=== design 1 ===
## config.mk

```make
export PLATFORM = sky130hd
export DESIGN_NAME = triangle_wave_gen
export DESIGN_NICKNAME = d
export VERILOG_FILES = /design/src/rtl/triangle_pkg.sv /design/src/rtl/pwm_compare.sv /design/src/rtl/triangle_wave_gen.sv
export SDC_FILE = /design/constraint.sdc
export NUM_CORES = 1
export LEC_CHECK = 0
export ABC_AREA = 1
export CORE_MARGIN = 3
export CORE_UTILIZATION = 56
export CTS_CLUSTER_DIAMETER = 60
export CTS_CLUSTER_SIZE = 10
export DETAILED_ROUTE_END_ITERATION = 8
export GPL_ROUTABILITY_DRIVEN = 0
export PLACE_DENSITY = 0.8
export SLEW_MARGIN = 0
export SYNTH_ARGS = -nofsm -noshare
export SYNTH_HDL_FRONTEND = slang
export SYNTH_SLANG_ARGS = --single-unit
```

## constraint.sdc

```tcl
create_clock -name clk -period 1.7 [get_ports clk]
set_clock_uncertainty 0.1 [all_clocks]
set_input_delay 0.425 -clock clk [delete_from_list [all_inputs] [get_ports clk]]
set_output_delay 0.425 -clock clk [all_outputs]
set_load 0.05 [all_outputs]
```

## src/rtl/triangle_pkg.sv

```systemverilog
// Shared types and default sizing for the triangle wave generator.
package triangle_pkg;

  localparam int unsigned TRI_WIDTH    = 8;
  localparam int unsigned TRI_TICK_DIV = 256;

  typedef enum logic [2:0] {
    IDLE,
    RAMP_UP,
    RAMP_DOWN,
    PEAK_HOLD,
    TROUGH_HOLD
  } tri_state_t;

endpackage

```

## src/rtl/pwm_compare.sv

```systemverilog
// Free-running PWM counter compared against a duty code; registered output.
module pwm_compare
  import triangle_pkg::*;
#(
  parameter int unsigned WIDTH = TRI_WIDTH
) (
  input  logic             clk,
  input  logic             reset,
  input  logic             enable,
  input  logic             gate,
  input  logic [WIDTH-1:0] duty,
  output logic             pwm_out
);

  logic [WIDTH-1:0] pwm_cnt_q;
  logic             pwm_q;

  always_ff @(posedge clk) begin
    if (reset || !enable) begin
      pwm_cnt_q <= '0;
      pwm_q     <= 1'b0;
    end else begin
      pwm_cnt_q <= pwm_cnt_q + 1'b1;
      pwm_q     <= gate && (pwm_cnt_q < duty);
    end
  end

  assign pwm_out = pwm_q;

endmodule

```

## src/rtl/triangle_wave_gen.sv

```systemverilog
// Prescaled up/down triangle code generator driving an R2R bus and a PWM comparator.
// Define TRIANGLE_PEAK_HOLD_EN to hold one extra tick at the peak and at the trough.
module triangle_wave_gen
  import triangle_pkg::*;
#(
  parameter int unsigned WIDTH    = TRI_WIDTH,
  parameter int unsigned TICK_DIV = TRI_TICK_DIV
) (
  input  logic             clk,
  input  logic             reset,
  input  logic             triangle_en,
  input  logic             r2r_enable,
  input  logic             pwm_enable,
  output logic [WIDTH-1:0] r2r_out,
  output logic             pwm_out,
  output logic [WIDTH-1:0] wave_value,
  output logic             dir_up,
  output logic             period_done
);

  localparam int unsigned      TickW     = (TICK_DIV > 1) ? $clog2(TICK_DIV) : 1;
  localparam logic [TickW-1:0] TickLast  = TickW'(TICK_DIV - 1);
  localparam logic [WIDTH-1:0] WaveMax   = {WIDTH{1'b1}};
  localparam logic [WIDTH-1:0] WaveOne   = WIDTH'(1);
  localparam logic [WIDTH-1:0] WaveMaxM1 = WaveMax - WaveOne;

  tri_state_t       state_q, state_d;
  logic [TickW-1:0] tick_cnt_q, tick_cnt_d;
  logic [WIDTH-1:0] wave_q, wave_d;
  logic             done_q, done_d;
  logic             tick;

  // Prescaler starts from zero on entry to RAMP_UP so the first step lands TICK_DIV later.
  assign tick = triangle_en && (state_q != IDLE) && (tick_cnt_q == TickLast);

  always_comb begin
    tick_cnt_d = tick_cnt_q + 1'b1;
    if (!triangle_en || (state_q == IDLE) || tick) begin
      tick_cnt_d = '0;
    end
  end

  always_comb begin
    state_d = state_q;
    wave_d  = wave_q;
    done_d  = 1'b0;
    if (!triangle_en) begin
      state_d = IDLE;
      wave_d  = '0;
    end else begin
      unique case (state_q)
        IDLE: begin
          state_d = RAMP_UP;
        end
        RAMP_UP: begin
          if (tick) begin
            if (wave_q == WaveMaxM1) begin
              wave_d = WaveMax;
`ifdef TRIANGLE_PEAK_HOLD_EN
              state_d = PEAK_HOLD;
`else
              state_d = RAMP_DOWN;
`endif
            end else begin
              wave_d = wave_q + WaveOne;
            end
          end
        end
        RAMP_DOWN: begin
          if (tick) begin
            if (wave_q == WaveOne) begin
              wave_d = '0;
              done_d = 1'b1;
`ifdef TRIANGLE_PEAK_HOLD_EN
              state_d = TROUGH_HOLD;
`else
              state_d = RAMP_UP;
`endif
            end else begin
              wave_d = wave_q - WaveOne;
            end
          end
        end
`ifdef TRIANGLE_PEAK_HOLD_EN
        PEAK_HOLD: begin
          if (tick) state_d = RAMP_DOWN;
        end
        TROUGH_HOLD: begin
          if (tick) state_d = RAMP_UP;
        end
`endif
        default: begin
          state_d = IDLE;
          wave_d  = '0;
        end
      endcase
    end
  end

  always_ff @(posedge clk) begin
    if (reset) begin
      state_q    <= IDLE;
      tick_cnt_q <= '0;
      wave_q     <= '0;
      done_q     <= 1'b0;
    end else begin
      state_q    <= state_d;
      tick_cnt_q <= tick_cnt_d;
      wave_q     <= wave_d;
      done_q     <= done_d;
    end
  end

  assign wave_value  = wave_q;
  assign dir_up      = (state_q == RAMP_UP);
  assign period_done = done_q;
  assign r2r_out     = r2r_enable ? wave_q : '0;

  pwm_compare #(
    .WIDTH(WIDTH)
  ) u_pwm (
    .clk    (clk),
    .reset  (reset),
    .enable (triangle_en),
    .gate   (pwm_enable),
    .duty   (wave_q),
    .pwm_out(pwm_out)
  );

endmodule
```

=== design 2 ===
===== src/rtl/instr_fetch_unit.sv =====
// Instruction-fetch front end: PC/IR registers, registered RAM address, request/valid handshake.
// Optional fetch breakpoint (HALT state, bp_* ports, halted) enabled by defining FETCH_BREAKPOINT_EN.
module instr_fetch_unit #(
    parameter int ADDR_W   = 8,
    parameter int DATA_W   = 8,
    parameter int MEM_LAT  = 1,
    parameter int RESET_PC = 0
) (
    input  logic              clk,
    input  logic              rst,
    input  logic              en,
    input  logic              fetch_req,
    input  logic              pc_rst,
    input  logic              pc_wen,
    input  logic              pc_inc,
    input  logic [ADDR_W-1:0] pc_din,
    input  logic [DATA_W-1:0] mem_q,
    output logic [ADDR_W-1:0] mem_addr,
    output logic [ADDR_W-1:0] pc,
    output logic [DATA_W-1:0] ins,
    output logic              ins_valid,
    output logic              busy
`ifdef FETCH_BREAKPOINT_EN
   ,input  logic [ADDR_W-1:0] bp_addr,
    input  logic              bp_arm,
    input  logic              bp_resume,
    output logic              halted
`endif
);

    localparam int CNT_W = $clog2(MEM_LAT + 1);
    localparam logic [ADDR_W-1:0] PC_INIT = ADDR_W'(RESET_PC);

    typedef enum logic [1:0] {S_IDLE, S_WAIT, S_HALT} state_t;

    state_t            state_q, state_d;
    logic [ADDR_W-1:0] pc_q, pc_d, addr_q, addr_d;
    logic [DATA_W-1:0] ins_q, ins_d;
    logic [CNT_W-1:0]  cnt_q, cnt_d;
    logic              vld_q, vld_d, busy_q, busy_d;
    logic              issue, bp_hit, bp_go;

`ifdef FETCH_BREAKPOINT_EN
    assign bp_hit = bp_arm && (pc_q == bp_addr);
    assign bp_go  = bp_resume;
    assign halted = (state_q == S_HALT);
`else
    assign bp_hit = 1'b0;
    assign bp_go  = 1'b0;
`endif

    always_comb begin
        state_d = state_q;
        pc_d    = pc_q;
        addr_d  = addr_q;
        ins_d   = ins_q;
        cnt_d   = cnt_q;
        vld_d   = 1'b0;
        busy_d  = busy_q;
        issue   = 1'b0;

        if (pc_rst)      pc_d = PC_INIT;
        else if (pc_wen) pc_d = pc_din;
        else if (pc_inc) pc_d = pc_q + ADDR_W'(1);

        case (state_q)
            S_IDLE: begin
                if (fetch_req) begin
                    if (bp_hit) state_d = S_HALT;
                    else        issue   = 1'b1;
                end
            end
            S_WAIT: begin
                if (cnt_q != '0) begin
                    cnt_d = cnt_q - CNT_W'(1);
                end else begin
                    ins_d   = mem_q;
                    vld_d   = 1'b1;
                    busy_d  = 1'b0;
                    state_d = S_IDLE;
                end
            end
            // resume bypasses the breakpoint check for this one fetch
            S_HALT:  if (bp_go) issue = 1'b1;
            default: state_d = S_IDLE;
        endcase

        // address latched from the PC before any same-edge PC update
        if (issue) begin
            addr_d  = pc_q;
            cnt_d   = CNT_W'(MEM_LAT);
            busy_d  = 1'b1;
            state_d = S_WAIT;
        end
    end

    always_ff @(posedge clk) begin
        if (rst) begin
            state_q <= S_IDLE;
            pc_q    <= PC_INIT;
            addr_q  <= PC_INIT;
            ins_q   <= '0;
            cnt_q   <= '0;
            vld_q   <= 1'b0;
            busy_q  <= 1'b0;
        end else if (en) begin
            state_q <= state_d;
            pc_q    <= pc_d;
            addr_q  <= addr_d;
            ins_q   <= ins_d;
            cnt_q   <= cnt_d;
            vld_q   <= vld_d;
            busy_q  <= busy_d;
        end else begin
            vld_q <= 1'b0;
        end
    end

    assign mem_addr  = addr_q;
    assign pc        = pc_q;
    assign ins       = ins_q;
    assign ins_valid = vld_q;
    assign busy      = busy_q;

endmodule


===== config.mk =====
export PLATFORM = sky130hd
export DESIGN_NAME = instr_fetch_unit
export DESIGN_NICKNAME = d
export VERILOG_FILES = /design/src/rtl/instr_fetch_unit.sv
export SDC_FILE = /design/constraint.sdc
export NUM_CORES = 1
export LEC_CHECK = 0
export ABC_AREA = 1
export CORE_MARGIN = 5
export CORE_UTILIZATION = 30
export DETAILED_ROUTE_END_ITERATION = 10
export MAX_ROUTING_LAYER = met4
export SKIP_LAST_GASP = 1
export SLEW_MARGIN = 40
export SYNTH_ARGS = -nofsm -noshare
export SYNTH_HDL_FRONTEND = slang
export SYNTH_SLANG_ARGS = --single-unit

===== constraint.sdc =====
create_clock -name clk -period 2.3 [get_ports clk]
set_input_delay 0.46 -clock clk [delete_from_list [all_inputs] [get_ports clk]]
set_output_delay 0.46 -clock clk [all_outputs]
set_load 0.01 [all_outputs]


## Gallery

Routed clock nets over the placement.
panel A
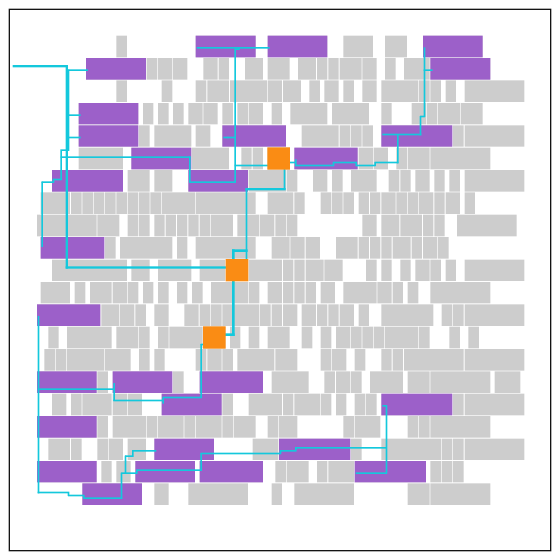
panel B
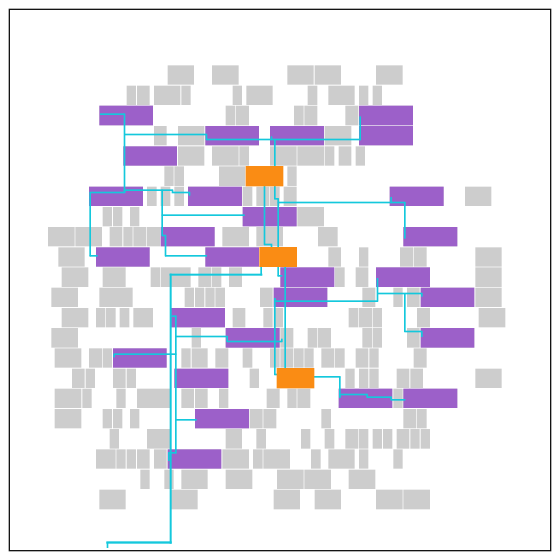
design 1: panel A
design 2: panel B

==> design_1/sizes.png <==
Bar = 20 um.
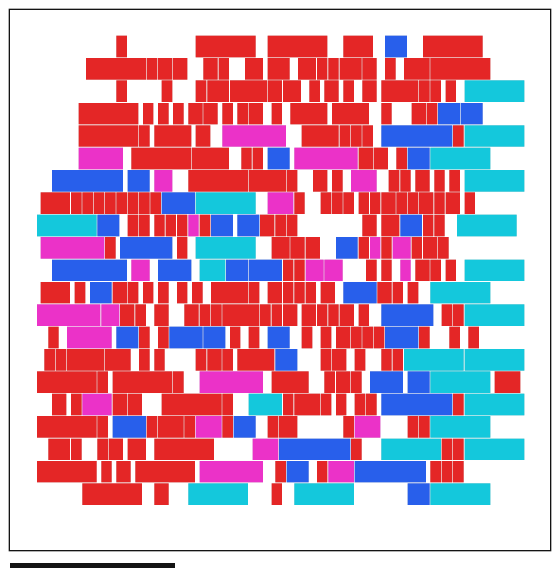
_3 and _4 cells: shown in blue, cells 37. _6 and larger: shown in cyan, cells 23. _0 and _1 cells: shown in red, cells 247. _2 cells: shown in magenta, cells 24.
final worst setup slack: 59.6 ps
number of non-clock buffers: 43

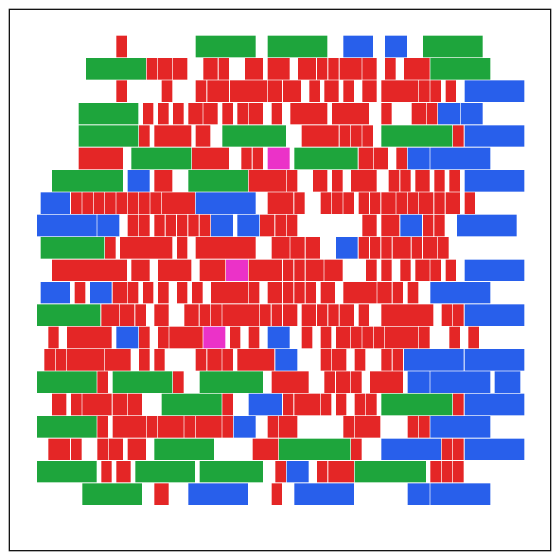
(design_1/placement_by_type.png)
remaining buffers and delay cells: shown in blue, cells 43, share of their area 23%. combinational and other logic: shown in red, cells 257, share of their area 54%. clock drivers: shown in magenta, cells 3, share of their area 0.87%. sequential cells: shown in green, cells 28, share of their area 23%.
row count: 21
cell area after layout: 0.00264 sq mm
flop share of the area: 0.222

==> ci_impl_report.md, design 1 <==
## PnR job results

| Metric | Value |
|---|---|
| Status | finished clean |
| # Cells Yosys | 293 |
| Hold-fix buffers, CTS | 0 |
| Met3 Wirelength | ~220 um |
| ANT nets after route | 0 |
| GR met2 Demand/Resource | 0.401 |
| Net switching power | 331 uW |
| Syn_nets | between 300 and 400 |
| Top cell family by delay on the critical path | flip-flops |
| Tot GR Track Use | 0.220 |
| First-pass GRT wire length | 7.63 mm |
| Die Width | 65.6 um |
| Worst endpoint required time | about 1200 ps |
| Syn Area/Cell | around 6.8 sq um |
| Dpl ws | -213 ps |
| Logic gate share of total power | 0.206 |
| Crit path to | r2r_out[0] |
| DRT iter0 DRCs | around 79 |
| Flop2flop setup slack | about 90 ps |
| Ys flop type | dfxtp_1 |
| Post-synth top cells | nand2_1 (86), nor2_1 (35), inv_1 (34), dfxtp_1 (28), nand3_1 (22) |
| Slowest CP cell | dfxtp_2 |
| Synth mux share | 0 |
| Yosys top cell by area | dfxtp_1 |
| Reg power frac | 0.568 |
| Sink of the worst hold path | tick_cnt_q[0]$_SDFF_PP0_ |
| M1 GR Usage | 0.261 |
| Reg2reg end | wave_value[0]$_SDFFE_PP0P_ |
==> design 1: layout make-up <==
| type | count | area (sq um) | area share |
|---|---|---|---|
| Clock buffer | 3 | 22.5 | 0.00852 |
| Tap cell | 46 | 57.6 | 0.0218 |
| Sequential cell | 28 | 587 | 0.222 |
| Multi-Input combinational cell | 219 | 1240 | 0.470 |
| Inverter | 38 | 148 | 0.0558 |
| Timing Repair Buffer | 43 | 586 | 0.221 |
==> design 1: cells by family after synthesis <==
logic type      count (synthesis)
simple gates                  169
xor+xnor                        4
buf+inv                        46
flops                          28
compound gates                 30
fa+ha+maj                      16
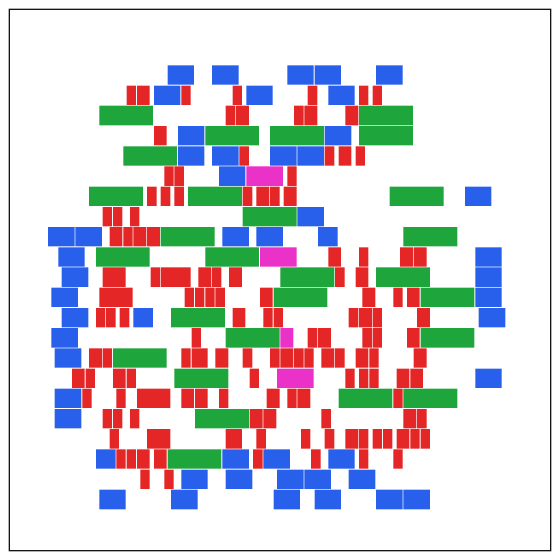
(design_2/placement_by_type.png)
remaining buffers and delay cells: shown in blue, cells 51, share of their area 30%. combinational and other logic: shown in red, cells 137, share of their area 36%. sequential cells: shown in green, cells 27, share of their area 32%. clock drivers and dummy loads: shown in magenta, cells 4, share of their area 2.7%.

==> ci_impl_report.md, design 2 <==
## PnR job results

| Metric | Value |
|---|---|
| Row count | 22 |
| Share of layout cells above drive strength 1 | 0.0548 |
| # Cells Yosys | between 150 and 200 |
| Port buffer count | roughly 48 |
| Fp_density | 0.315 |
| Commonest Layout Cell | nand2_1 |
| Routed wl met2 | between 1.5 and 2 mm |
| Crit Path Max Fanout | 7 |
| Die Width | 72.7 um |
| Detailed Place HPWL | between 2 and 2.5 mm |
| Simple Share, Synth | 0.320 |
| Top Usage Layer GRT | met2 |
| Leakage power | slightly above 0.0007 uW |
| DRT iter0 DRCs | between 60 and 70 |
| Net switching power | 238 uW |
| CP peak stage delay | between 500 and 600 ps |
| Status | finished clean |
| GP Congestion | approximately 0.87 |
| Core area | 0.00374 sq mm |
| Met3 Wirelength | around 140 um |
| Hold_ws | between 400 and 500 ps |
| Vias in the first global route | between 1000 and 1500 |
| Inverters excl. clock | 14 |
| Final Skew | between 4 and 5 ps |
## design 2: final timing paths
check	start	end	slack, ps	cells after the start
setup / recovery	pc[0]$_SDFFE_PP0P_	pc[0]	520	1
hold / removal	ins[2]$_SDFFE_PP0P_	ins[2]$_SDFFE_PP0P_	480	2
hold reg to reg	ins[2]$_SDFFE_PP0P_	ins[2]$_SDFFE_PP0P_	480	2
setup reg to reg	pc[1]$_SDFFE_PP0P_	pc[6]$_SDFFE_PP0P_	940	7
## design 2: worst register-to-register path: cells and delay by family, from the launching register on
kind	cells	cell delay [ps]
fa+ha+maj	1	260
simple gates	5	450
compound gates	1	120
flops	1	460

=== design 3 ===
==> design_3/flops_by_reg.png <==
Bar = 50 um. Other sequential cells in the stronger gray, the rest of the logic in the fainter gray.
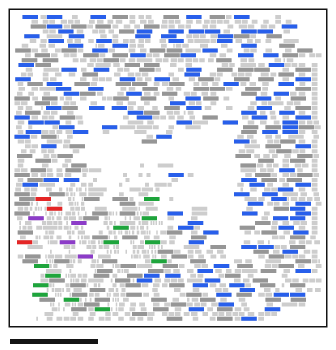

<file path="src/rtl/nmc_pkg.sv">
// Shared types and constants for the near-memory block loader feeding the 4x4 systolic array.
package nmc_pkg;

  localparam int unsigned WORD_W = 32;
  localparam int unsigned NWORDS = 8;
  localparam int unsigned NROWS  = 4;
  localparam int unsigned WIDX_W = 3;
  localparam int unsigned CNT_W  = 4;
  localparam int unsigned BUS_W  = 128;

  localparam logic [1:0] OP_PASS = 2'b00;
  localparam logic [1:0] OP_ARK  = 2'b01;

  typedef enum logic [2:0] {
    ST_IDLE,
    ST_FETCH,
    ST_LOAD,
    ST_ARK,
    ST_DONE
  } ld_state_e;

  // Words 0..3 are state rows, words 4..7 are key rows.
  function automatic logic is_key_word(input logic [CNT_W-1:0] w);
    return w[2];
  endfunction

  function automatic logic [1:0] row_of(input logic [CNT_W-1:0] w);
    return w[1:0];
  endfunction

endpackage

</file>
<file path="src/rtl/nmc_block_loader_if.sv">
// FeRAM read port between the block loader (master) and the memory controller (slave).
interface nmc_block_loader_if #(
  parameter int unsigned ADDR_W = 12
);
  logic              mem_rd_en;
  logic              mem_ready;
  logic [ADDR_W-1:0] mem_addr;
  logic              mem_rvalid;
  logic [31:0]       mem_rdata;

  modport master (output mem_rd_en, mem_addr, input mem_ready, mem_rvalid, mem_rdata);
  modport slave  (input mem_rd_en, mem_addr, output mem_ready, mem_rvalid, mem_rdata);
endinterface

</file>
<file path="src/rtl/nmc_word_buf.sv">
// 8x32 write-indexed word buffer; exposes state rows as data_n and key rows as key.
module nmc_word_buf
  import nmc_pkg::*;
(
  input  logic              clk,
  input  logic              rst_n,
  input  logic              wr_en_i,
  input  logic [WIDX_W-1:0] wr_idx_i,
  input  logic [WORD_W-1:0] wr_data_i,
  output logic [BUS_W-1:0]  data_n_o,
  output logic [BUS_W-1:0]  key_o
);

  logic [WORD_W-1:0] word_q [NWORDS];

  always_ff @(posedge clk or negedge rst_n) begin
    if (!rst_n) begin
      for (int i = 0; i < int'(NWORDS); i++) word_q[i] <= '0;
    end else if (wr_en_i) begin
      word_q[wr_idx_i] <= wr_data_i;
    end
  end

  // Little-endian bytes within a word: byte 4r+c of each bus is row r, column c.
  for (genvar r = 0; r < NROWS; r++) begin : g_row
    assign data_n_o[WORD_W*r +: WORD_W] = word_q[r];
    assign key_o[WORD_W*r +: WORD_W]    = word_q[r+NROWS];
  end

endmodule

</file>
<file path="src/rtl/nmc_block_loader.sv">
// Fetches one AES state and round key from FeRAM, then sequences one load and one ARK cycle.
module nmc_block_loader
  import nmc_pkg::*;
#(
  parameter int unsigned ADDR_W  = 12,
  parameter int unsigned MAX_OUT = 4
) (
  input  logic               clk,
  input  logic               rst_n,
  input  logic               start,
  input  logic [ADDR_W-1:0]  state_base,
  input  logic [ADDR_W-1:0]  key_base,
  output logic               busy,
  output logic               done,
  nmc_block_loader_if.master mem,
  output logic               pe_en,
  output logic               load_psum,
  output logic               shift_in_en,
  output logic [1:0]         op_sel,
  output logic [BUS_W-1:0]   data_n,
  output logic [BUS_W-1:0]   key
);

  ld_state_e         state_q, state_d;
  logic [ADDR_W-1:0] sbase_q, sbase_d, kbase_q, kbase_d, addr_q, addr_d;
  logic [CNT_W-1:0]  iss_q, iss_d, ret_q, ret_d;
  logic              rd_en_q, rd_en_d, busy_q, busy_d, done_q, done_d;
  logic              pe_en_q, pe_en_d, load_q, load_d;
  logic [1:0]        op_q, op_d;
  logic              wr_en;

  always_ff @(posedge clk or negedge rst_n) begin
    if (!rst_n) begin
      state_q <= ST_IDLE;
      sbase_q <= '0;
      kbase_q <= '0;
      addr_q  <= '0;
      iss_q   <= '0;
      ret_q   <= '0;
      rd_en_q <= 1'b0;
      busy_q  <= 1'b0;
      done_q  <= 1'b0;
      pe_en_q <= 1'b0;
      load_q  <= 1'b0;
      op_q    <= OP_PASS;
    end else begin
      state_q <= state_d;
      sbase_q <= sbase_d;
      kbase_q <= kbase_d;
      addr_q  <= addr_d;
      iss_q   <= iss_d;
      ret_q   <= ret_d;
      rd_en_q <= rd_en_d;
      busy_q  <= busy_d;
      done_q  <= done_d;
      pe_en_q <= pe_en_d;
      load_q  <= load_d;
      op_q    <= op_d;
    end
  end

  // Outputs are registered from the next state so the request side never sees mem_ready combinationally.
  always_comb begin
    state_d = state_q;
    sbase_d = sbase_q;
    kbase_d = kbase_q;
    iss_d   = iss_q;
    ret_d   = ret_q;
    wr_en   = 1'b0;
    unique case (state_q)
      ST_IDLE: begin
        if (start) begin
          sbase_d = state_base;
          kbase_d = key_base;
          iss_d   = '0;
          ret_d   = '0;
          state_d = ST_FETCH;
        end
      end
      ST_FETCH: begin
        if (rd_en_q && mem.mem_ready) iss_d = iss_q + CNT_W'(1);
        if (mem.mem_rvalid && (ret_q < CNT_W'(NWORDS))) begin
          wr_en = 1'b1;
          ret_d = ret_q + CNT_W'(1);
        end
        if (ret_d == CNT_W'(NWORDS)) state_d = ST_LOAD;
      end
      ST_LOAD: state_d = ST_ARK;
      ST_ARK:  state_d = ST_DONE;
      ST_DONE: state_d = ST_IDLE;
      default: state_d = ST_IDLE;
    endcase

    rd_en_d = (state_d == ST_FETCH) && (iss_d < CNT_W'(NWORDS)) &&
              ((iss_d - ret_d) < CNT_W'(MAX_OUT));
    addr_d  = is_key_word(iss_d) ? (kbase_d + ADDR_W'(row_of(iss_d)))
                                 : (sbase_d + ADDR_W'(row_of(iss_d)));
    busy_d  = (state_d != ST_IDLE);
    done_d  = (state_d == ST_DONE);
    pe_en_d = (state_d == ST_LOAD) || (state_d == ST_ARK);
    load_d  = (state_d == ST_LOAD);
    op_d    = (state_d == ST_ARK) ? OP_ARK : OP_PASS;
  end

  nmc_word_buf u_buf (
    .clk       (clk),
    .rst_n     (rst_n),
    .wr_en_i   (wr_en),
    .wr_idx_i  (ret_q[WIDX_W-1:0]),
    .wr_data_i (mem.mem_rdata),
    .data_n_o  (data_n),
    .key_o     (key)
  );

  assign mem.mem_rd_en = rd_en_q;
  assign mem.mem_addr  = addr_q;
  assign busy          = busy_q;
  assign done          = done_q;
  assign pe_en         = pe_en_q;
  assign load_psum     = load_q;
  assign op_sel        = op_q;
  assign shift_in_en   = 1'b0;

endmodule

</file>
<file path="src/flat_wrapper.sv">
// flat-port wrapper written by rule: the top's interface ports become plain ports
module nmc_block_loader_flat import nmc_pkg::*;
#(
  parameter int unsigned ADDR_W  = 12,
  parameter int unsigned MAX_OUT = 4
)
  (clk, rst_n, start, state_base, key_base, busy, done, pe_en, load_psum, shift_in_en, op_sel, data_n, key, mem_mem_rd_en, mem_mem_addr, mem_mem_ready, mem_mem_rvalid, mem_mem_rdata);
  nmc_block_loader_if #(.ADDR_W(ADDR_W)) mem_i ();
  input  logic clk;
  input  logic rst_n;
  input  logic start;
  input  logic [ADDR_W-1:0] state_base;
  input  logic [ADDR_W-1:0] key_base;
  output logic busy;
  output logic done;
  output logic pe_en;
  output logic load_psum;
  output logic shift_in_en;
  output logic [1:0] op_sel;
  output logic [BUS_W-1:0] data_n;
  output logic [BUS_W-1:0] key;
  output wire logic [$bits(mem_i.mem_rd_en)-1:0] mem_mem_rd_en;
  output wire logic [$bits(mem_i.mem_addr)-1:0] mem_mem_addr;
  input wire logic [$bits(mem_i.mem_ready)-1:0] mem_mem_ready;
  input wire logic [$bits(mem_i.mem_rvalid)-1:0] mem_mem_rvalid;
  input wire logic [$bits(mem_i.mem_rdata)-1:0] mem_mem_rdata;
  assign mem_mem_rd_en = mem_i.mem_rd_en;
  assign mem_mem_addr = mem_i.mem_addr;
  assign mem_i.mem_ready = mem_mem_ready;
  assign mem_i.mem_rvalid = mem_mem_rvalid;
  assign mem_i.mem_rdata = mem_mem_rdata;
  nmc_block_loader #(.ADDR_W(ADDR_W), .MAX_OUT(MAX_OUT)) u_core (.clk(clk), .rst_n(rst_n), .start(start), .state_base(state_base), .key_base(key_base), .busy(busy), .done(done), .mem(mem_i), .pe_en(pe_en), .load_psum(load_psum), .shift_in_en(shift_in_en), .op_sel(op_sel), .data_n(data_n), .key(key));
endmodule
</file>
<file path="config.mk">
export PLATFORM = sky130hd
export DESIGN_NAME = nmc_block_loader_flat
export DESIGN_NICKNAME = d
export VERILOG_FILES = /design/src/rtl/nmc_pkg.sv /design/src/rtl/nmc_block_loader_if.sv /design/src/rtl/nmc_word_buf.sv /design/src/rtl/nmc_block_loader.sv /design/src/flat_wrapper.sv
export SDC_FILE = /design/constraint.sdc
export NUM_CORES = 1
export LEC_CHECK = 0
export CORE_MARGIN = 2
export CORE_UTILIZATION = 40
export DETAILED_ROUTE_END_ITERATION = 7
export GPL_TIMING_DRIVEN = 1
export PLACE_DENSITY = 0.68
export SLEW_MARGIN = 20
export SYNTH_ARGS = -nofsm -noshare
export SYNTH_HDL_FRONTEND = slang
export SYNTH_SLANG_ARGS = --single-unit
</file>
<file path="constraint.sdc">
create_clock -name clk -period 3.72 [get_ports clk]
set_clock_uncertainty 0.1 [all_clocks]
set_input_delay 0.744 -clock clk [delete_from_list [all_inputs] [get_ports clk]]
set_output_delay 0.744 -clock clk [all_outputs]
set_load 0.02 [all_outputs]
</file>
=== design 4 ===
File: config.mk
export PLATFORM = sky130hd
export DESIGN_NAME = atm_keypad_tx
export DESIGN_NICKNAME = d
export VERILOG_FILES = /design/src/rtl/atm_pkg.sv /design/src/rtl/key_debouncer.sv /design/src/rtl/atm_keypad_tx.sv
export SDC_FILE = /design/constraint.sdc
export NUM_CORES = 1
export LEC_CHECK = 0
export CAP_MARGIN = 20
export CORE_UTILIZATION = 60
export DETAILED_ROUTE_END_ITERATION = 12
export PLACE_DENSITY = 0.88
export SYNTH_ARGS = -nofsm -noshare
export SYNTH_HDL_FRONTEND = slang
export SYNTH_SLANG_ARGS = --single-unit
File: constraint.sdc
create_clock -name clk -period 5.01 [get_ports clk]
set_input_delay 1.002 -clock clk [delete_from_list [all_inputs] [get_ports clk]]
set_output_delay 1.002 -clock clk [all_outputs]
set_load 0.01 [all_outputs]
File: src/rtl/atm_pkg.sv
// Shared key codes, entry-state encoding and widths for the ATM keypad front-end.
package atm_pkg;

    localparam int DIGIT_W = 4;
    localparam int MONTO_W = 32;

    localparam logic [DIGIT_W-1:0] KEY_ENTER  = 4'hA;
    localparam logic [DIGIT_W-1:0] KEY_CLEAR  = 4'hB;
    localparam logic [DIGIT_W-1:0] KEY_CANCEL = 4'hC;

    typedef enum logic [1:0] {
        IDLE   = 2'd0,
        PIN    = 2'd1,
        AMOUNT = 2'd2
    } entry_state_t;

endpackage

File: src/rtl/key_debouncer.sv
// Synchronizes the raw key level, debounces it and emits one key_evt per accepted press.
module key_debouncer
    import atm_pkg::*;
#(
    parameter int DEBOUNCE_CYCLES = 16
) (
    input  logic               clk,
    input  logic               rst,
    input  logic               key_press,
    input  logic [DIGIT_W-1:0] key_code,
    output logic               key_evt,
    output logic [DIGIT_W-1:0] key_code_q
);

    localparam int CNT_W = (DEBOUNCE_CYCLES < 2) ? 1 : $clog2(DEBOUNCE_CYCLES);
    localparam logic [CNT_W-1:0] CNT_LAST = CNT_W'(DEBOUNCE_CYCLES - 1);

    logic             sync1;
    logic             sync2;
    logic             level;
    logic [CNT_W-1:0] cnt;
    logic             flip;

    // The flip happens on the DEBOUNCE_CYCLES-th consecutive cycle of disagreement.
    assign flip = (sync2 != level) && (cnt == CNT_LAST);

    always_ff @(posedge clk or negedge rst) begin
        if (!rst) begin
            sync1      <= 1'b0;
            sync2      <= 1'b0;
            level      <= 1'b0;
            cnt        <= '0;
            key_evt    <= 1'b0;
            key_code_q <= '0;
        end else begin
            sync1   <= key_press;
            sync2   <= sync1;
            key_evt <= flip && !level;
            if (sync2 == level) begin
                cnt <= '0;
            end else if (flip) begin
                cnt   <= '0;
                level <= ~level;
            end else begin
                cnt <= cnt + CNT_W'(1);
            end
            if (flip && !level) begin
                key_code_q <= key_code;
            end
        end
    end

endmodule

File: src/rtl/atm_keypad_tx.sv
// Keypad entry front-end: turns debounced key events into PIN digits and binary amounts.
//   state  | meaning
//   IDLE   | no session open; waits for start
//   PIN    | collecting PIN digits, ENTER releases the PIN strobe
//   AMOUNT | accumulating a decimal amount, ENTER releases monto
module atm_keypad_tx
    import atm_pkg::*;
#(
    parameter int                 DEBOUNCE_CYCLES = 16,
    parameter int                 PIN_DIGITS      = 4,
    parameter logic [MONTO_W-1:0] MAX_AMOUNT      = 32'd99999999
) (
    input  logic               clk,
    input  logic               rst,
    input  logic               key_press,
    input  logic [DIGIT_W-1:0] key_code,
    input  logic               start,
    input  logic               mode_pin,
    output logic [DIGIT_W-1:0] digito,
    output logic               add_digit,
    output logic               digito_stb,
    output logic [MONTO_W-1:0] monto,
    output logic               monto_stb,
    output logic               entry_error,
    output logic               busy
);

    localparam int PCNT_W = $clog2(PIN_DIGITS + 1);
    localparam int AMT_W  = MONTO_W + 4;

    logic               key_evt;
    logic [DIGIT_W-1:0] key_code_q;

    entry_state_t       state_q, state_d;
    logic [PCNT_W-1:0]  pin_cnt, pin_cnt_d;
    logic [MONTO_W-1:0] acc, acc_d;
    logic [3:0]         ndig, ndig_d;
    logic [DIGIT_W-1:0] digito_d;
    logic [MONTO_W-1:0] monto_d;
    logic               add_d, dstb_d, mstb_d, err_d;

    logic               is_digit;
    logic               pin_full;
    logic [AMT_W-1:0]   acc_x;
    logic [AMT_W-1:0]   next_amt;

    key_debouncer #(
        .DEBOUNCE_CYCLES(DEBOUNCE_CYCLES)
    ) u_key_debouncer (
        .clk       (clk),
        .rst       (rst),
        .key_press (key_press),
        .key_code  (key_code),
        .key_evt   (key_evt),
        .key_code_q(key_code_q)
    );

    assign is_digit = (key_code_q <= 4'd9);
    assign pin_full = (pin_cnt == PCNT_W'(PIN_DIGITS));
    assign acc_x    = {4'b0000, acc};
    // acc*10 + d without a multiplier; 36 bits cannot overflow for a 32-bit acc.
    assign next_amt = (acc_x << 3) + (acc_x << 1) + {{MONTO_W{1'b0}}, key_code_q};

    always_comb begin
        state_d   = state_q;
        pin_cnt_d = pin_cnt;
        acc_d     = acc;
        ndig_d    = ndig;
        digito_d  = digito;
        monto_d   = monto;
        add_d     = 1'b0;
        dstb_d    = 1'b0;
        mstb_d    = 1'b0;
        err_d     = 1'b0;

        case (state_q)
            IDLE: begin
                if (start) begin
                    state_d   = mode_pin ? PIN : AMOUNT;
                    pin_cnt_d = '0;
                    acc_d     = '0;
                    ndig_d    = '0;
                end
            end

            PIN: begin
                if (key_evt) begin
                    if (is_digit) begin
                        if (pin_full) begin
                            err_d = 1'b1;
                        end else begin
                            digito_d  = key_code_q;
                            add_d     = 1'b1;
                            pin_cnt_d = pin_cnt + PCNT_W'(1);
                        end
                    end else begin
                        case (key_code_q)
                            KEY_ENTER: begin
                                if (pin_full) begin
                                    dstb_d    = 1'b1;
                                    pin_cnt_d = '0;
                                end else begin
                                    err_d = 1'b1;
                                end
                            end
                            KEY_CLEAR:  pin_cnt_d = '0;
                            KEY_CANCEL: state_d   = IDLE;
                            default: ;
                        endcase
                    end
                end
            end

            AMOUNT: begin
                if (key_evt) begin
                    if (is_digit) begin
                        if (next_amt <= {4'b0000, MAX_AMOUNT}) begin
                            acc_d = next_amt[MONTO_W-1:0];
                            // Saturate so long runs of leading zeros keep ndig non-zero.
                            if (ndig != 4'hF) begin
                                ndig_d = ndig + 4'd1;
                            end
                        end else begin
                            err_d = 1'b1;
                        end
                    end else begin
                        case (key_code_q)
                            KEY_ENTER: begin
                                if (ndig != 4'd0) begin
                                    monto_d = acc;
                                    mstb_d  = 1'b1;
                                    state_d = IDLE;
                                end else begin
                                    err_d = 1'b1;
                                end
                            end
                            KEY_CLEAR: begin
                                acc_d  = '0;
                                ndig_d = '0;
                            end
                            KEY_CANCEL: state_d = IDLE;
                            default: ;
                        endcase
                    end
                end
            end

            default: state_d = IDLE;
        endcase
    end

    always_ff @(posedge clk or negedge rst) begin
        if (!rst) begin
            state_q     <= IDLE;
            pin_cnt     <= '0;
            acc         <= '0;
            ndig        <= '0;
            digito      <= '0;
            monto       <= '0;
            add_digit   <= 1'b0;
            digito_stb  <= 1'b0;
            monto_stb   <= 1'b0;
            entry_error <= 1'b0;
            busy        <= 1'b0;
        end else begin
            state_q     <= state_d;
            pin_cnt     <= pin_cnt_d;
            acc         <= acc_d;
            ndig        <= ndig_d;
            digito      <= digito_d;
            monto       <= monto_d;
            add_digit   <= add_d;
            digito_stb  <= dstb_d;
            monto_stb   <= mstb_d;
            entry_error <= err_d;
            busy        <= (state_d != IDLE);
        end
    end

endmodule

=== design 5 ===
### src/rtl/piso_tx.sv
// piso_tx: parallel-in serial-out transmitter with registered frame/done flags.
// Define PISO_TX_PARITY_EN to append an even-parity bit after the data bits.
module piso_tx #(
    parameter int WIDTH     = 8,
    parameter bit MSB_FIRST = 1'b1
) (
    input  logic             clk,
    input  logic             rst,
    input  logic [WIDTH-1:0] din,
    input  logic             load_valid,
    output logic             load_ready,
    output logic             q_out,
    output logic             frame,
    output logic             done
);

    localparam int CW = (WIDTH > 1) ? $clog2(WIDTH) : 1;

`ifdef PISO_TX_PARITY_EN
    typedef enum logic [1:0] {
        IDLE   = 2'd0,
        SHIFT  = 2'd1,
        PARITY = 2'd2
    } state_t;
`else
    typedef enum logic [1:0] {
        IDLE  = 2'd0,
        SHIFT = 2'd1
    } state_t;
`endif

    state_t           state;
    state_t           state_nxt;
    logic [WIDTH-1:0] sreg;
    logic [WIDTH-1:0] sreg_nxt;
    logic [WIDTH-1:0] sreg_sh;
    logic [CW-1:0]    cnt;
    logic [CW-1:0]    cnt_nxt;
    logic             last;
    logic             head;
    logic             done_nxt;
`ifdef PISO_TX_PARITY_EN
    logic             par;
    logic             par_nxt;
`endif

    assign last = (cnt == CW'(WIDTH - 1));

    // Head and shift direction are fixed by MSB_FIRST at elaboration.
    assign head    = MSB_FIRST ? sreg[WIDTH-1] : sreg[0];
    assign sreg_sh = MSB_FIRST ? {sreg[WIDTH-2:0], 1'b0}
                               : {1'b0, sreg[WIDTH-1:1]};

    always_ff @(posedge clk) begin
        if (rst) begin
            state <= IDLE;
            sreg  <= '0;
            cnt   <= '0;
            done  <= 1'b0;
`ifdef PISO_TX_PARITY_EN
            par   <= 1'b0;
`endif
        end else begin
            state <= state_nxt;
            sreg  <= sreg_nxt;
            cnt   <= cnt_nxt;
            done  <= done_nxt;
`ifdef PISO_TX_PARITY_EN
            par   <= par_nxt;
`endif
        end
    end

    always_comb begin
        state_nxt = state;
        sreg_nxt  = sreg;
        cnt_nxt   = cnt;
        done_nxt  = 1'b0;
`ifdef PISO_TX_PARITY_EN
        par_nxt   = par;
`endif
        unique case (state)
            IDLE: begin
                if (load_valid) begin
                    state_nxt = SHIFT;
                    sreg_nxt  = din;
                    cnt_nxt   = '0;
`ifdef PISO_TX_PARITY_EN
                    par_nxt   = ^din;
`endif
                end
            end
            SHIFT: begin
                sreg_nxt = sreg_sh;
                cnt_nxt  = cnt + CW'(1);
                if (last) begin
`ifdef PISO_TX_PARITY_EN
                    state_nxt = PARITY;
`else
                    state_nxt = IDLE;
                    done_nxt  = 1'b1;
`endif
                end
            end
`ifdef PISO_TX_PARITY_EN
            PARITY: begin
                state_nxt = IDLE;
                done_nxt  = 1'b1;
            end
`endif
            default: begin
                state_nxt = IDLE;
            end
        endcase
    end

    // Outputs decode registered state only; no input reaches them.
    assign load_ready = (state == IDLE);
    assign frame      = (state != IDLE);
`ifdef PISO_TX_PARITY_EN
    assign q_out = ((state == SHIFT) & head) | ((state == PARITY) & par);
`else
    assign q_out = (state == SHIFT) & head;
`endif

endmodule

### config.mk
export PLATFORM = sky130hd
export DESIGN_NAME = piso_tx
export DESIGN_NICKNAME = d
export VERILOG_FILES = /design/src/rtl/piso_tx.sv
export SDC_FILE = /design/constraint.sdc
export NUM_CORES = 1
export LEC_CHECK = 0
export CAP_MARGIN = 30
export CELL_PAD_IN_SITES_DETAIL_PLACEMENT = 1
export CELL_PAD_IN_SITES_GLOBAL_PLACEMENT = 2
export CORE_MARGIN = 8
export CORE_UTILIZATION = 28
export CTS_CLUSTER_DIAMETER = 150
export CTS_CLUSTER_SIZE = 8
export DETAILED_ROUTE_END_ITERATION = 16
export GPL_TIMING_DRIVEN = 0
export PLACE_DENSITY = 0.77
export SLEW_MARGIN = 20
export SYNTH_ARGS = -nofsm -noshare
export SYNTH_HDL_FRONTEND = slang
export SYNTH_SLANG_ARGS = --single-unit
### constraint.sdc
create_clock -name clk -period 1.3 [get_ports clk]
set_input_delay 0.39 -clock clk [delete_from_list [all_inputs] [get_ports clk]]
set_output_delay 0.39 -clock clk [all_outputs]
set_load 0.005 [all_outputs]
=== design 6 ===
### src/rtl/interrupt_sequencer.sv
`default_nettype none
// ============================================================================
//  Module      : interrupt_sequencer
//  Description : 6502-style interrupt/reset entry sequencer. Pushes PCH, PCL
//                and P to the stack page, fetches the NMI/RESET/IRQ vector and
//                loads the PC, stalling the decoder while the sequence runs.
//  Revision    : 1.0  initial release
// ============================================================================
module interrupt_sequencer (
  input  logic        clk,
  input  logic        rst,
  input  logic        clk_enable,
  input  logic        irq,
  input  logic        nmi,
  input  logic        instr_boundary,
  input  logic [15:0] pc_in,
  input  logic [7:0]  sp_in,
  input  logic [6:0]  status_in,
  input  logic [7:0]  data_in,
  output logic        busy,
  output logic [15:0] memory_address,
  output logic        rw,
  output logic [7:0]  data_out,
  output logic        sp_decrement,
  output logic        pc_load,
  output logic [15:0] pc_load_value,
  output logic        set_i_flag,
  output logic        irq_ack
);

  typedef enum logic [2:0] {
    S_IDLE     = 3'd0,
    S_PUSH_PCH = 3'd1,
    S_PUSH_PCL = 3'd2,
    S_PUSH_P   = 3'd3,
    S_VEC_LO   = 3'd4,
    S_VEC_HI   = 3'd5,
    S_LOAD_PC  = 3'd6
  } state_t;

  localparam logic [15:0] VEC_NMI   = 16'hFFFA;
  localparam logic [15:0] VEC_RESET = 16'hFFFC;
  localparam logic [15:0] VEC_IRQ   = 16'hFFFE;

  state_t      state;
  logic [15:0] vector;
  logic [7:0]  vec_lo;
  logic [7:0]  vec_hi;
  logic        nmi_prev;
  logic        nmi_pending;
  logic        nmi_rise;
  logic        take_interrupt;
  logic        status_b_unused;

  // The pushed status byte always carries B=0, so the incoming B is ignored.
  assign status_b_unused = status_in[4];

  assign nmi_rise       = nmi & ~nmi_prev;
  assign take_interrupt = nmi_pending | (irq & ~status_in[2]);

  // Sequencer state, NMI edge capture and vector/byte latching.
  always_ff @(posedge clk) begin
    if (rst) begin
      // Reset aborts any sequence and jumps straight to the reset-vector fetch.
      state       <= S_VEC_LO;
      vector      <= VEC_RESET;
      vec_lo      <= 8'h00;
      vec_hi      <= 8'h00;
      nmi_prev    <= 1'b0;
      nmi_pending <= 1'b0;
    end else if (clk_enable) begin
      nmi_prev <= nmi;
      // A fresh edge wins over the clear so an edge coinciding with the
      // vector latch is serviced later rather than lost.
      if (nmi_rise) begin
        nmi_pending <= 1'b1;
      end else if (state == S_PUSH_P && nmi_pending) begin
        nmi_pending <= 1'b0;
      end

      case (state)
        S_IDLE: begin
          if (instr_boundary && take_interrupt) begin
            state <= S_PUSH_PCH;
          end
        end
        S_PUSH_PCH: state <= S_PUSH_PCL;
        S_PUSH_PCL: state <= S_PUSH_P;
        S_PUSH_P: begin
          // Vector is chosen here so a late NMI can hijack an IRQ sequence.
          vector <= nmi_pending ? VEC_NMI : VEC_IRQ;
          state  <= S_VEC_LO;
        end
        S_VEC_LO: begin
          vec_lo <= data_in;
          state  <= S_VEC_HI;
        end
        S_VEC_HI: begin
          vec_hi <= data_in;
          state  <= S_LOAD_PC;
        end
        S_LOAD_PC: state <= S_IDLE;
        default:   state <= S_IDLE;
      endcase
    end
  end

  // Bus and pulse decode from the current state; forced idle while in reset.
  always_comb begin
    busy           = 1'b0;
    memory_address = 16'h0000;
    rw             = 1'b1;
    data_out       = 8'h00;
    sp_decrement   = 1'b0;
    pc_load        = 1'b0;
    set_i_flag     = 1'b0;
    irq_ack        = 1'b0;
    pc_load_value  = {vec_hi, vec_lo};
    if (!rst) begin
      busy = (state != S_IDLE);
      case (state)
        S_PUSH_PCH: begin
          memory_address = {8'h01, sp_in};
          rw             = 1'b0;
          data_out       = pc_in[15:8];
          sp_decrement   = 1'b1;
        end
        S_PUSH_PCL: begin
          memory_address = {8'h01, sp_in};
          rw             = 1'b0;
          data_out       = pc_in[7:0];
          sp_decrement   = 1'b1;
        end
        S_PUSH_P: begin
          memory_address = {8'h01, sp_in};
          rw             = 1'b0;
          data_out       = {status_in[6:5], 2'b10, status_in[3:0]};
          sp_decrement   = 1'b1;
        end
        S_VEC_LO: memory_address = vector;
        S_VEC_HI: memory_address = vector + 16'd1;
        S_LOAD_PC: begin
          pc_load    = 1'b1;
          set_i_flag = 1'b1;
          irq_ack    = (vector == VEC_IRQ);
        end
        default: ;
      endcase
    end
  end

endmodule
`default_nettype wire

### config.mk
export PLATFORM = sky130hd
export DESIGN_NAME = interrupt_sequencer
export DESIGN_NICKNAME = d
export VERILOG_FILES = /design/src/rtl/interrupt_sequencer.sv
export SDC_FILE = /design/constraint.sdc
export NUM_CORES = 1
export LEC_CHECK = 0
export CAP_MARGIN = 10
export CORE_MARGIN = 2
export CORE_UTILIZATION = 37
export CTS_CLUSTER_SIZE = 14
export DETAILED_ROUTE_END_ITERATION = 10
export PLACE_DENSITY_LB_ADDON = 0.12
export SYNTH_ARGS = -nofsm -noshare
export SYNTH_HDL_FRONTEND = slang
export SYNTH_SLANG_ARGS = --single-unit
### constraint.sdc
create_clock -name clk -period 2.1 [get_ports clk]
set_input_delay 0.21 -clock clk [delete_from_list [all_inputs] [get_ports clk]]
set_output_delay 0.21 -clock clk [all_outputs]
set_load 0.01 [all_outputs]
==> design_6/flops_by_reg.png <==
Bar = 20 um. Other sequential cells in the stronger gray, the rest of the logic in the fainter gray.
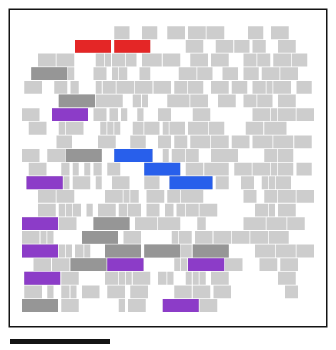
state: shown in blue, placed flops 3. vec_lo: shown in purple, placed flops 8. vector: shown in red, placed flops 2.

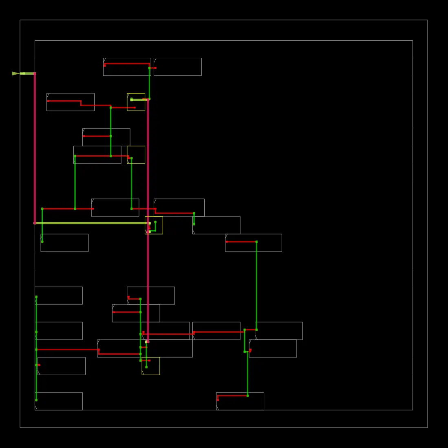
(design_6/clocks.png)
Flops: 23
Layout clock buffers: 3

==> ci_impl_report.md, design 6 <==
## PnR job results

| Metric | Value |
|---|---|
| Core area | around 0.0033 sq mm |
| Fp_density | 0.386 |
| DRC | 0 |
| M3 GR Usage | 0.0378 |
| Tot GR Track Use | 0.204 |
| Status | finished clean |
| Worst min-delay path category | in2reg |
| Clock-net power | between 200 and 250 uW |
| Internal | 747 uW |
| Initial antenna violation count | 0 |
| Total Nets Final | between 200 and 300 |
| Share of layout cells above drive strength 1 | 0.146 |
| Post-synth top cells | dfxtp_1 (23), nand2_1 (22), nor2_1 (19), buf_4 (12), a21oi_1 (11) |
| Synth Instances | ~150 |
| Clk tree area frac | 0.0133 |
| CTS Buf Count | 3 |
| Storage element area | 465 sq um |
| Yosys warning count | 0 |
| R2R depth | 4 |
| I/O pin count | between 90 and 100 |
| Comb/total area | 0.311 |
| MI comb area | around 700 sq um |
| Wirelength per Cell | approximately 15 um |
| TritonRoute pass-1 iters | 4 |
| Final worst setup slack | 64.6 ps |
| Leading post-synthesis cells by cell area | dfxtp_1 (36%), mux2i_1 (7.0%), buf_4 (7.0%), nand2_1 (6.4%), nor2_1 (5.5%) |
[design 6: state kept, by name (all words and copies together), names as in the netlist]
signal,count
vec_hi,8
state,3
nmi_pending,1
vector,2
vec_lo,8
nmi_prev,1
[design 6: timing repair]
item,in CTS,in global routing
hold buffers,0,0
resized,22,7
buffers inserted,3,0
setup endpoints to repair,17,12
[design 6: cells by family (layout without fill, tap and decap cells)]
logic type / count (synthesis) / after routing / synth area share
flip-flops: 23 / 23 / 0.357
AND-OR/OR-AND: 32 / 32 / 0.166
AND/OR/NAND/NOR: 60 / 60 / 0.236
multiplexers: 15 / 15 / 0.122
buffers and inverters: 24 / 110 / 0.118
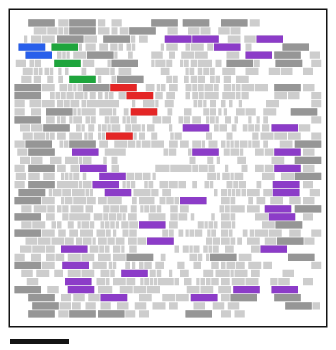
(design_4/flops_by_reg.png)
Bar = 20 um. Other sequential cells in the stronger gray, the rest of the logic in the fainter gray.
acc: shown in purple, placed flops 32, where spread over the die. ndig: shown in red, placed flops 4. state_q: shown in blue, placed flops 2. pin_cnt: shown in green, placed flops 3.
Another 53 sequential cells are not colored.
storage element area: 0.00235 sq mm
flop share of the area: 0.322
sequential power: 792 uW
share of the core filled with cells: 0.702

==> ci_impl_report.md, design 4 <==
## PnR job results

| Metric | Value |
|---|---|
| Status | finished clean |
| Tot GR Track Use | 0.296 |
| Slowest CP cell | fa_1 |
| Comb pwr | between 200 and 300 uW |
| Share of layout cells above drive strength 1 | 0.116 |
| Final hold viol count | 0 |
| TritonCTS Sinks | roughly 94 |
| Synth async-reset ratio | 1.00 |
| Largest regs | acc (32), monto (32) |
| Die Ht | around 110 um |
| Final period util | 0.947 |
| Filler cell count | approximately 770 |
| Syn_nets | roughly 750 |
| Largest power group | registers |
| Placed cell areas | between 0.007 and 0.008 sq mm |
| DRC | 0 |
| CTS Buf Count | 9 |
| Leading post-synthesis cells by cell area | dfrtp_1 (36%), ha_1 (14%), mux2_2 (7.1%), a21oi_1 (4.1%), a22o_1 (3.5%) |
| Root Driver | clkbuf_8 |
| Fp_density | 0.627 |
design 4: final cells by class:
class / count / share of cell area
timing repair buffer: 55 / 0.0763
inverter: 24 / 0.0123
clock buffer: 10 / 0.0188
tap: 136 / 0.0233
sequential: 94 / 0.322
clock inverter: 6 / 0.00941
multi-input combinational: 520 / 0.538
design 4: stage by stage:
stage,setup slack [ps],total power (uW)
after floorplan,672,1010
after global placement,482,1080
final,266,1620
after global routing,2.31,1690
after CTS,250,1630
after detailed placement,288,1100
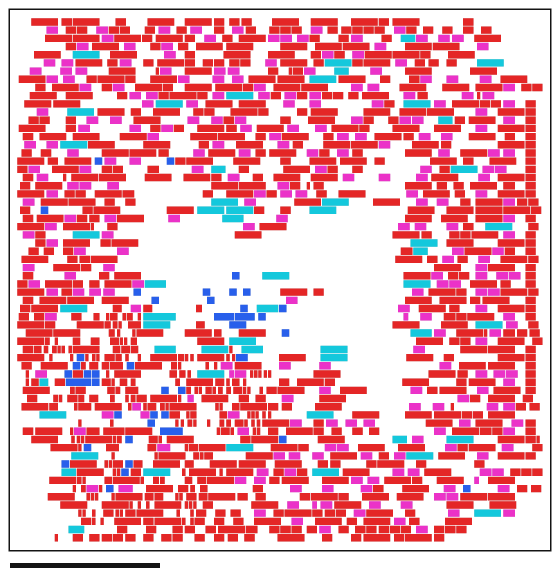
(design_3/sizes.png)
Bar = 50 um.
_3 and _4 cells: shown in blue, cells 41. _0 and _1 cells: shown in red, cells 874. _6 and larger: shown in cyan, cells 53. _2 cells: shown in magenta, cells 266.
cell area after layout: 0.0174 sq mm
number of non-clock buffers: 374
synthesis-to-finish area growth: 41.4%
final worst setup slack: 492 ps

Notes on design_3/flops_by_reg.png above:
u_core.u_buf.key_o: shown in blue, placed flops 128, where spread over the die. u_core.kbase_q: shown in green, placed flops 12. u_core.state_q: shown in red, placed flops 3. u_core.iss_q: shown in purple, placed flops 4.
Another 162 sequential cells are not colored.

==> ci_impl_report.md, design 3 <==
## PnR job results

| Metric | Value |
|---|---|
| Least-Margin Pin Slew | 702 ps |
| Crit Path Category | in2reg |
| Die Width | 179 um |
| Worst EP arrival | approximately 3500 ps |
| Slowest CP cell | clkdlybuf4s50_1 |
| Slew headroom | 0.532 |
| Combinational gates | a little under 500 |
| Met1 WL | roughly 14 mm |
| Final Total Pwr | 15900 uW |
| Synth async-reset ratio | 1.00 |
| Flop2flop setup slack | 520 ps |
| Status | finished clean |
| Inverters excl. clock | 11 |
| Clk tree area frac | 0.0640 |
| R2R depth | 10 |
| Leakage power | around 0.0078 uW |
| Placed cell areas | between 0.015 and 0.02 sq mm |
| CTS tree | yes |
| First-pass GRT wire length | 50.3 mm |
| Pins over their slew limit | 0 |
| GRT overflow | 0 |
| Leading post-synthesis cells by cell area | dfrtp_1 (63%), mux2_2 (23%), nand2_1 (2.4%), nor2_1 (0.76%), buf_6 (0.73%) |
| WL final | 32.4 mm |
| Post-Syn Area | approximately 0.012 sq mm |
| Achievable clock frequency | around 0.31 GHz |
| Sequential power | ~5600 uW |
| Synth Instances | 842 |
| Synth mux share | 0.248 |
[design 3: layout by cell type (no fill, tap or decap), drive strengths merged, types with 3 or more instances in the layout]
cell	count
o221ai	4
inv	12
clkdlybuf4s50	333
dfrtp	309
clkinv	4
a21oi	7
nor3	4
nand2	80
nor3b	6
a22o	3
nor2	27
mux2	264
nand3b	5
nand3	6
o21ai	11
mux2i	7
nor4	3
ha	6
xor2	5
buf	41
clkbuf	53
nor2b	4
xnor2	6
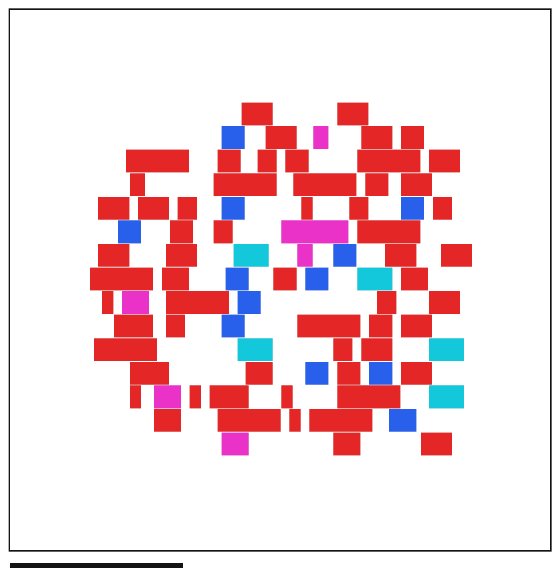
(design_5/sizes.png)
Bar = 20 um.
_2 cells: shown in magenta, cells 6. _3 and _4 cells: shown in blue, cells 12. _6 and larger: shown in cyan, cells 5. _0 and _1 cells: shown in red, cells 60.

==> ci_impl_report.md, design 5 <==
## PnR job results

| Metric | Value |
|---|---|
| Status | finished with violations |
| Violated checks | negative setup slack |
| Layout clock buffers | 4 |
| Flop share of the area | 0.301 |
| GR met2 Demand/Resource | 0.113 |
| Port buffer count | 14 |
| Min-delay src | sreg[6]$_SDFFE_PP0P_ |
| Number of non-clock buffers | 26 |
| Final Total Pwr | about 860 uW |
| Comb pwr | approximately 170 uW |
| Comb/total area | 0.346 |
| Max reg flops | 8 |
| Vias in the first global route | between 500 and 600 |
| Final Setup Violations | 1 |
| Clock transition at path regs | 80 ps |
| Ant. Diodes | 0 |
| Sequential-to-total area share from yosys stat | 0.433 |
| CP peak stage delay | around 330 ps |
| Synth mux share | 0.133 |
| Core area | ~0.0020 sq mm |
| Final worst setup slack | -57.3 ps |
| GRT overflow | 0 |
| Clock network fraction of total power | 0.292 |
| Max_cap viols | 0 |
## design 5: worst max-delay path, delay by kind of cell (launching register included)
family                 cells  cell delay (ps)
and+or+nand+nor            1              130
DFF                        1              330
buffers and inverters      2              230
## design 5: through the flow
stage | instances | TNS [ps] | instance area, sq um | hold WS [ps]
floorplan | 57 | 0 | 601 | 463
global placement | 98 | -2980 | 774 | 494
detailed placement | 98 | -3220 | 774 | 503
CTS | 105 | -287 | 832 | 512
global route | 110 | -138 | 868 | 542
finish | 110 | -57.3 | 868 | 505

==> screenshots <==
Placement by cell class.
picture 1
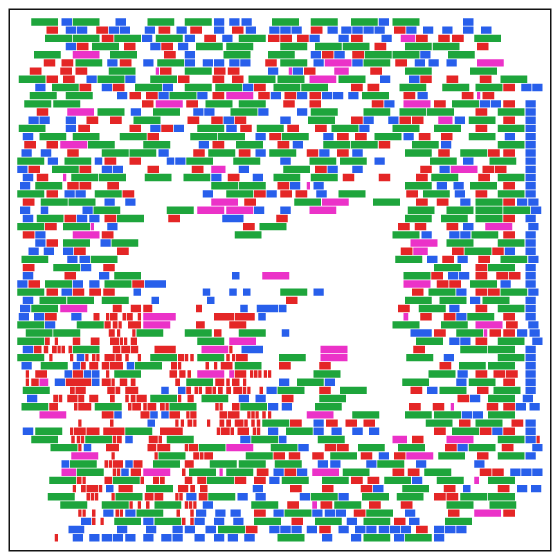
picture 2
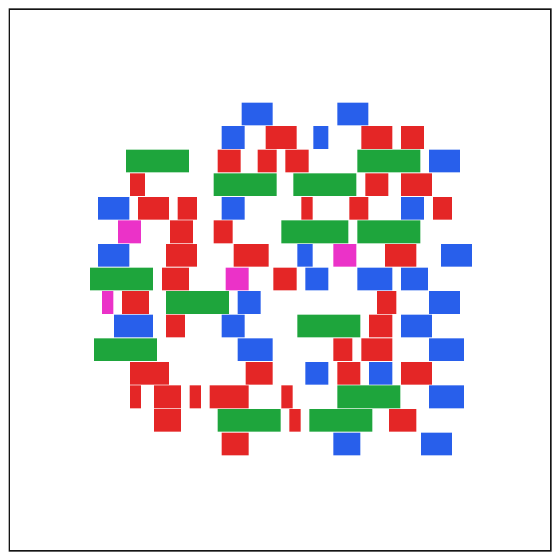
picture 3
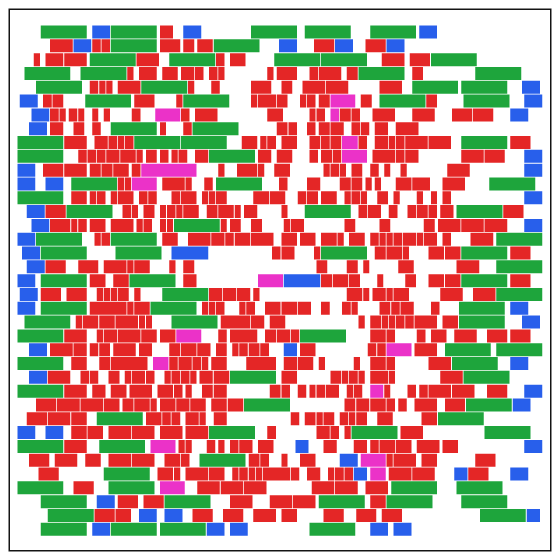
picture 4
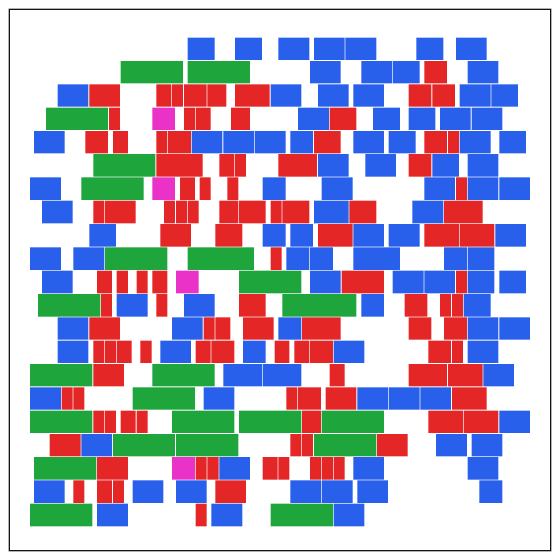
picture 3: design 4
picture 2: design 5
picture 4: design 6
picture 1: design 3
- fewest sequential cells: picture 2



==> gallery <==
Routed clock nets over the placement.
Plate I
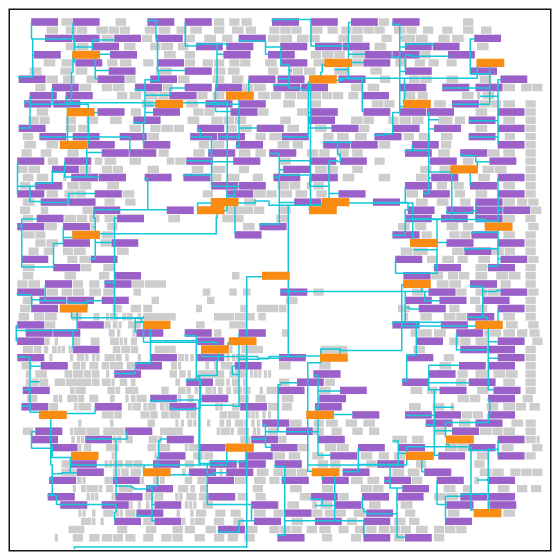
Plate II
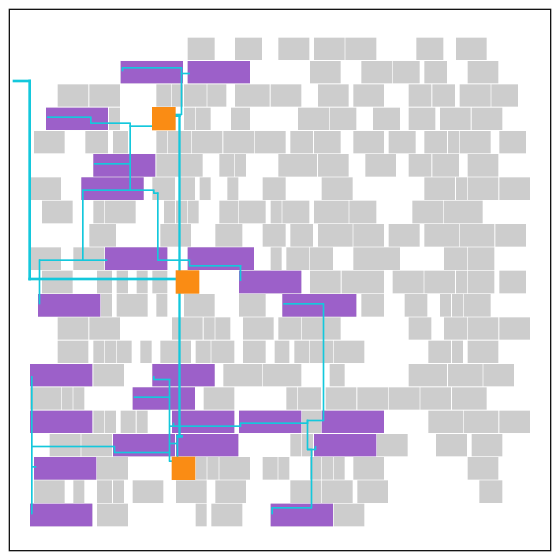
Plate III
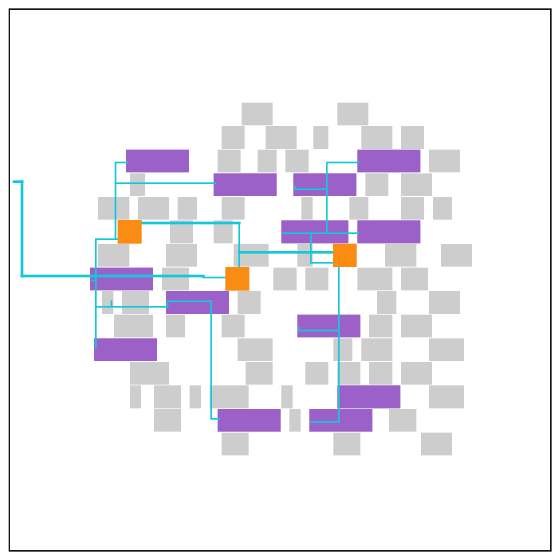
Plate IV
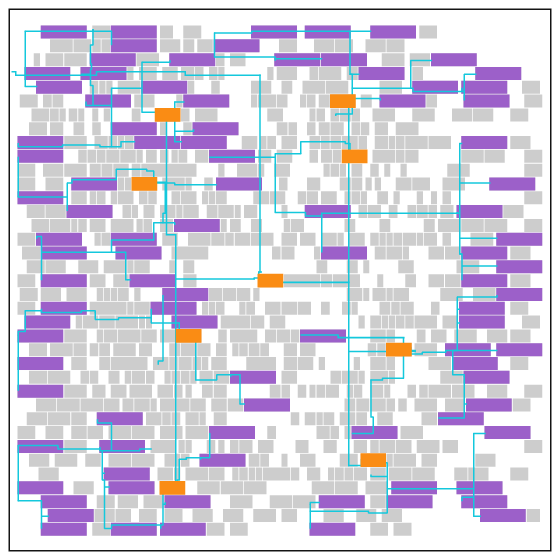
Design 5 is Plate III.
Design 4 is Plate IV.
Design 6 is Plate II.
Design 3 is Plate I.

Key to Plate II:
clock wires: shown in cyan, length 287 um. clock drivers: shown in orange, count 3. flip-flops: shown in purple, count 23.
There are 4 routed clock nets.


==> gallery <==
Clock wiring as the flow saved it.
(a)
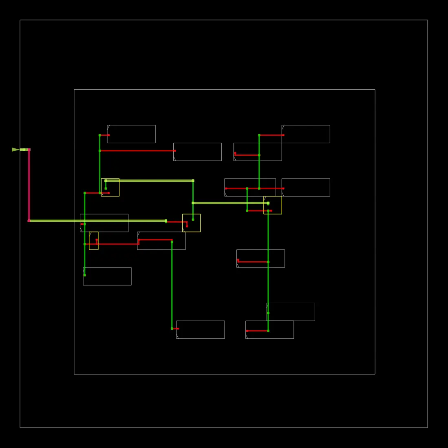
(b)
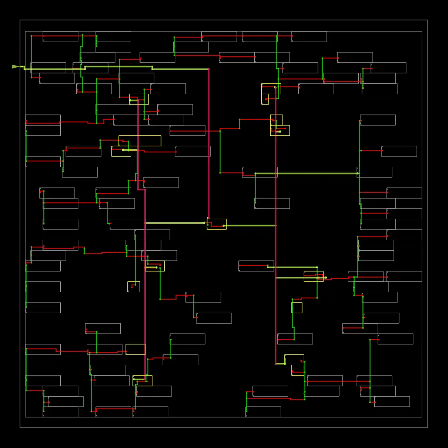
(c)
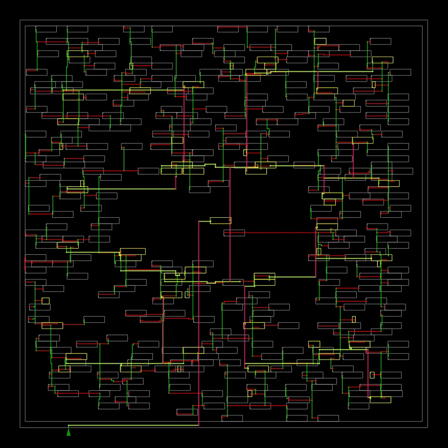
(d)
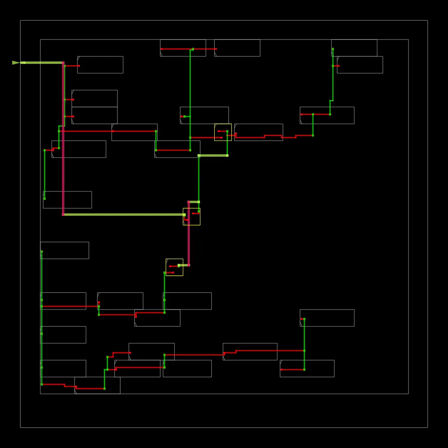
(e)
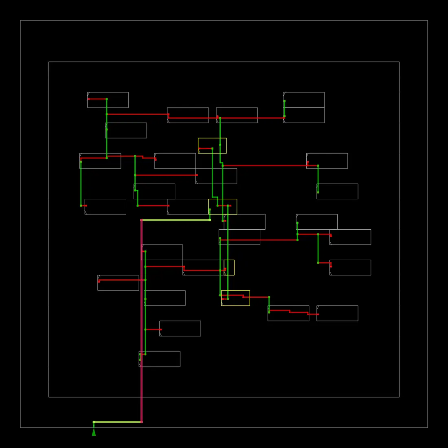
Design 3 is (c).
Design 1 is (d).
Design 4 is (b).
Design 2 is (e).
Design 5 is (a).
Of these, fewest sequential cells: (a)

Power figures rest on the tool's default switching activity, not on a simulated workload.
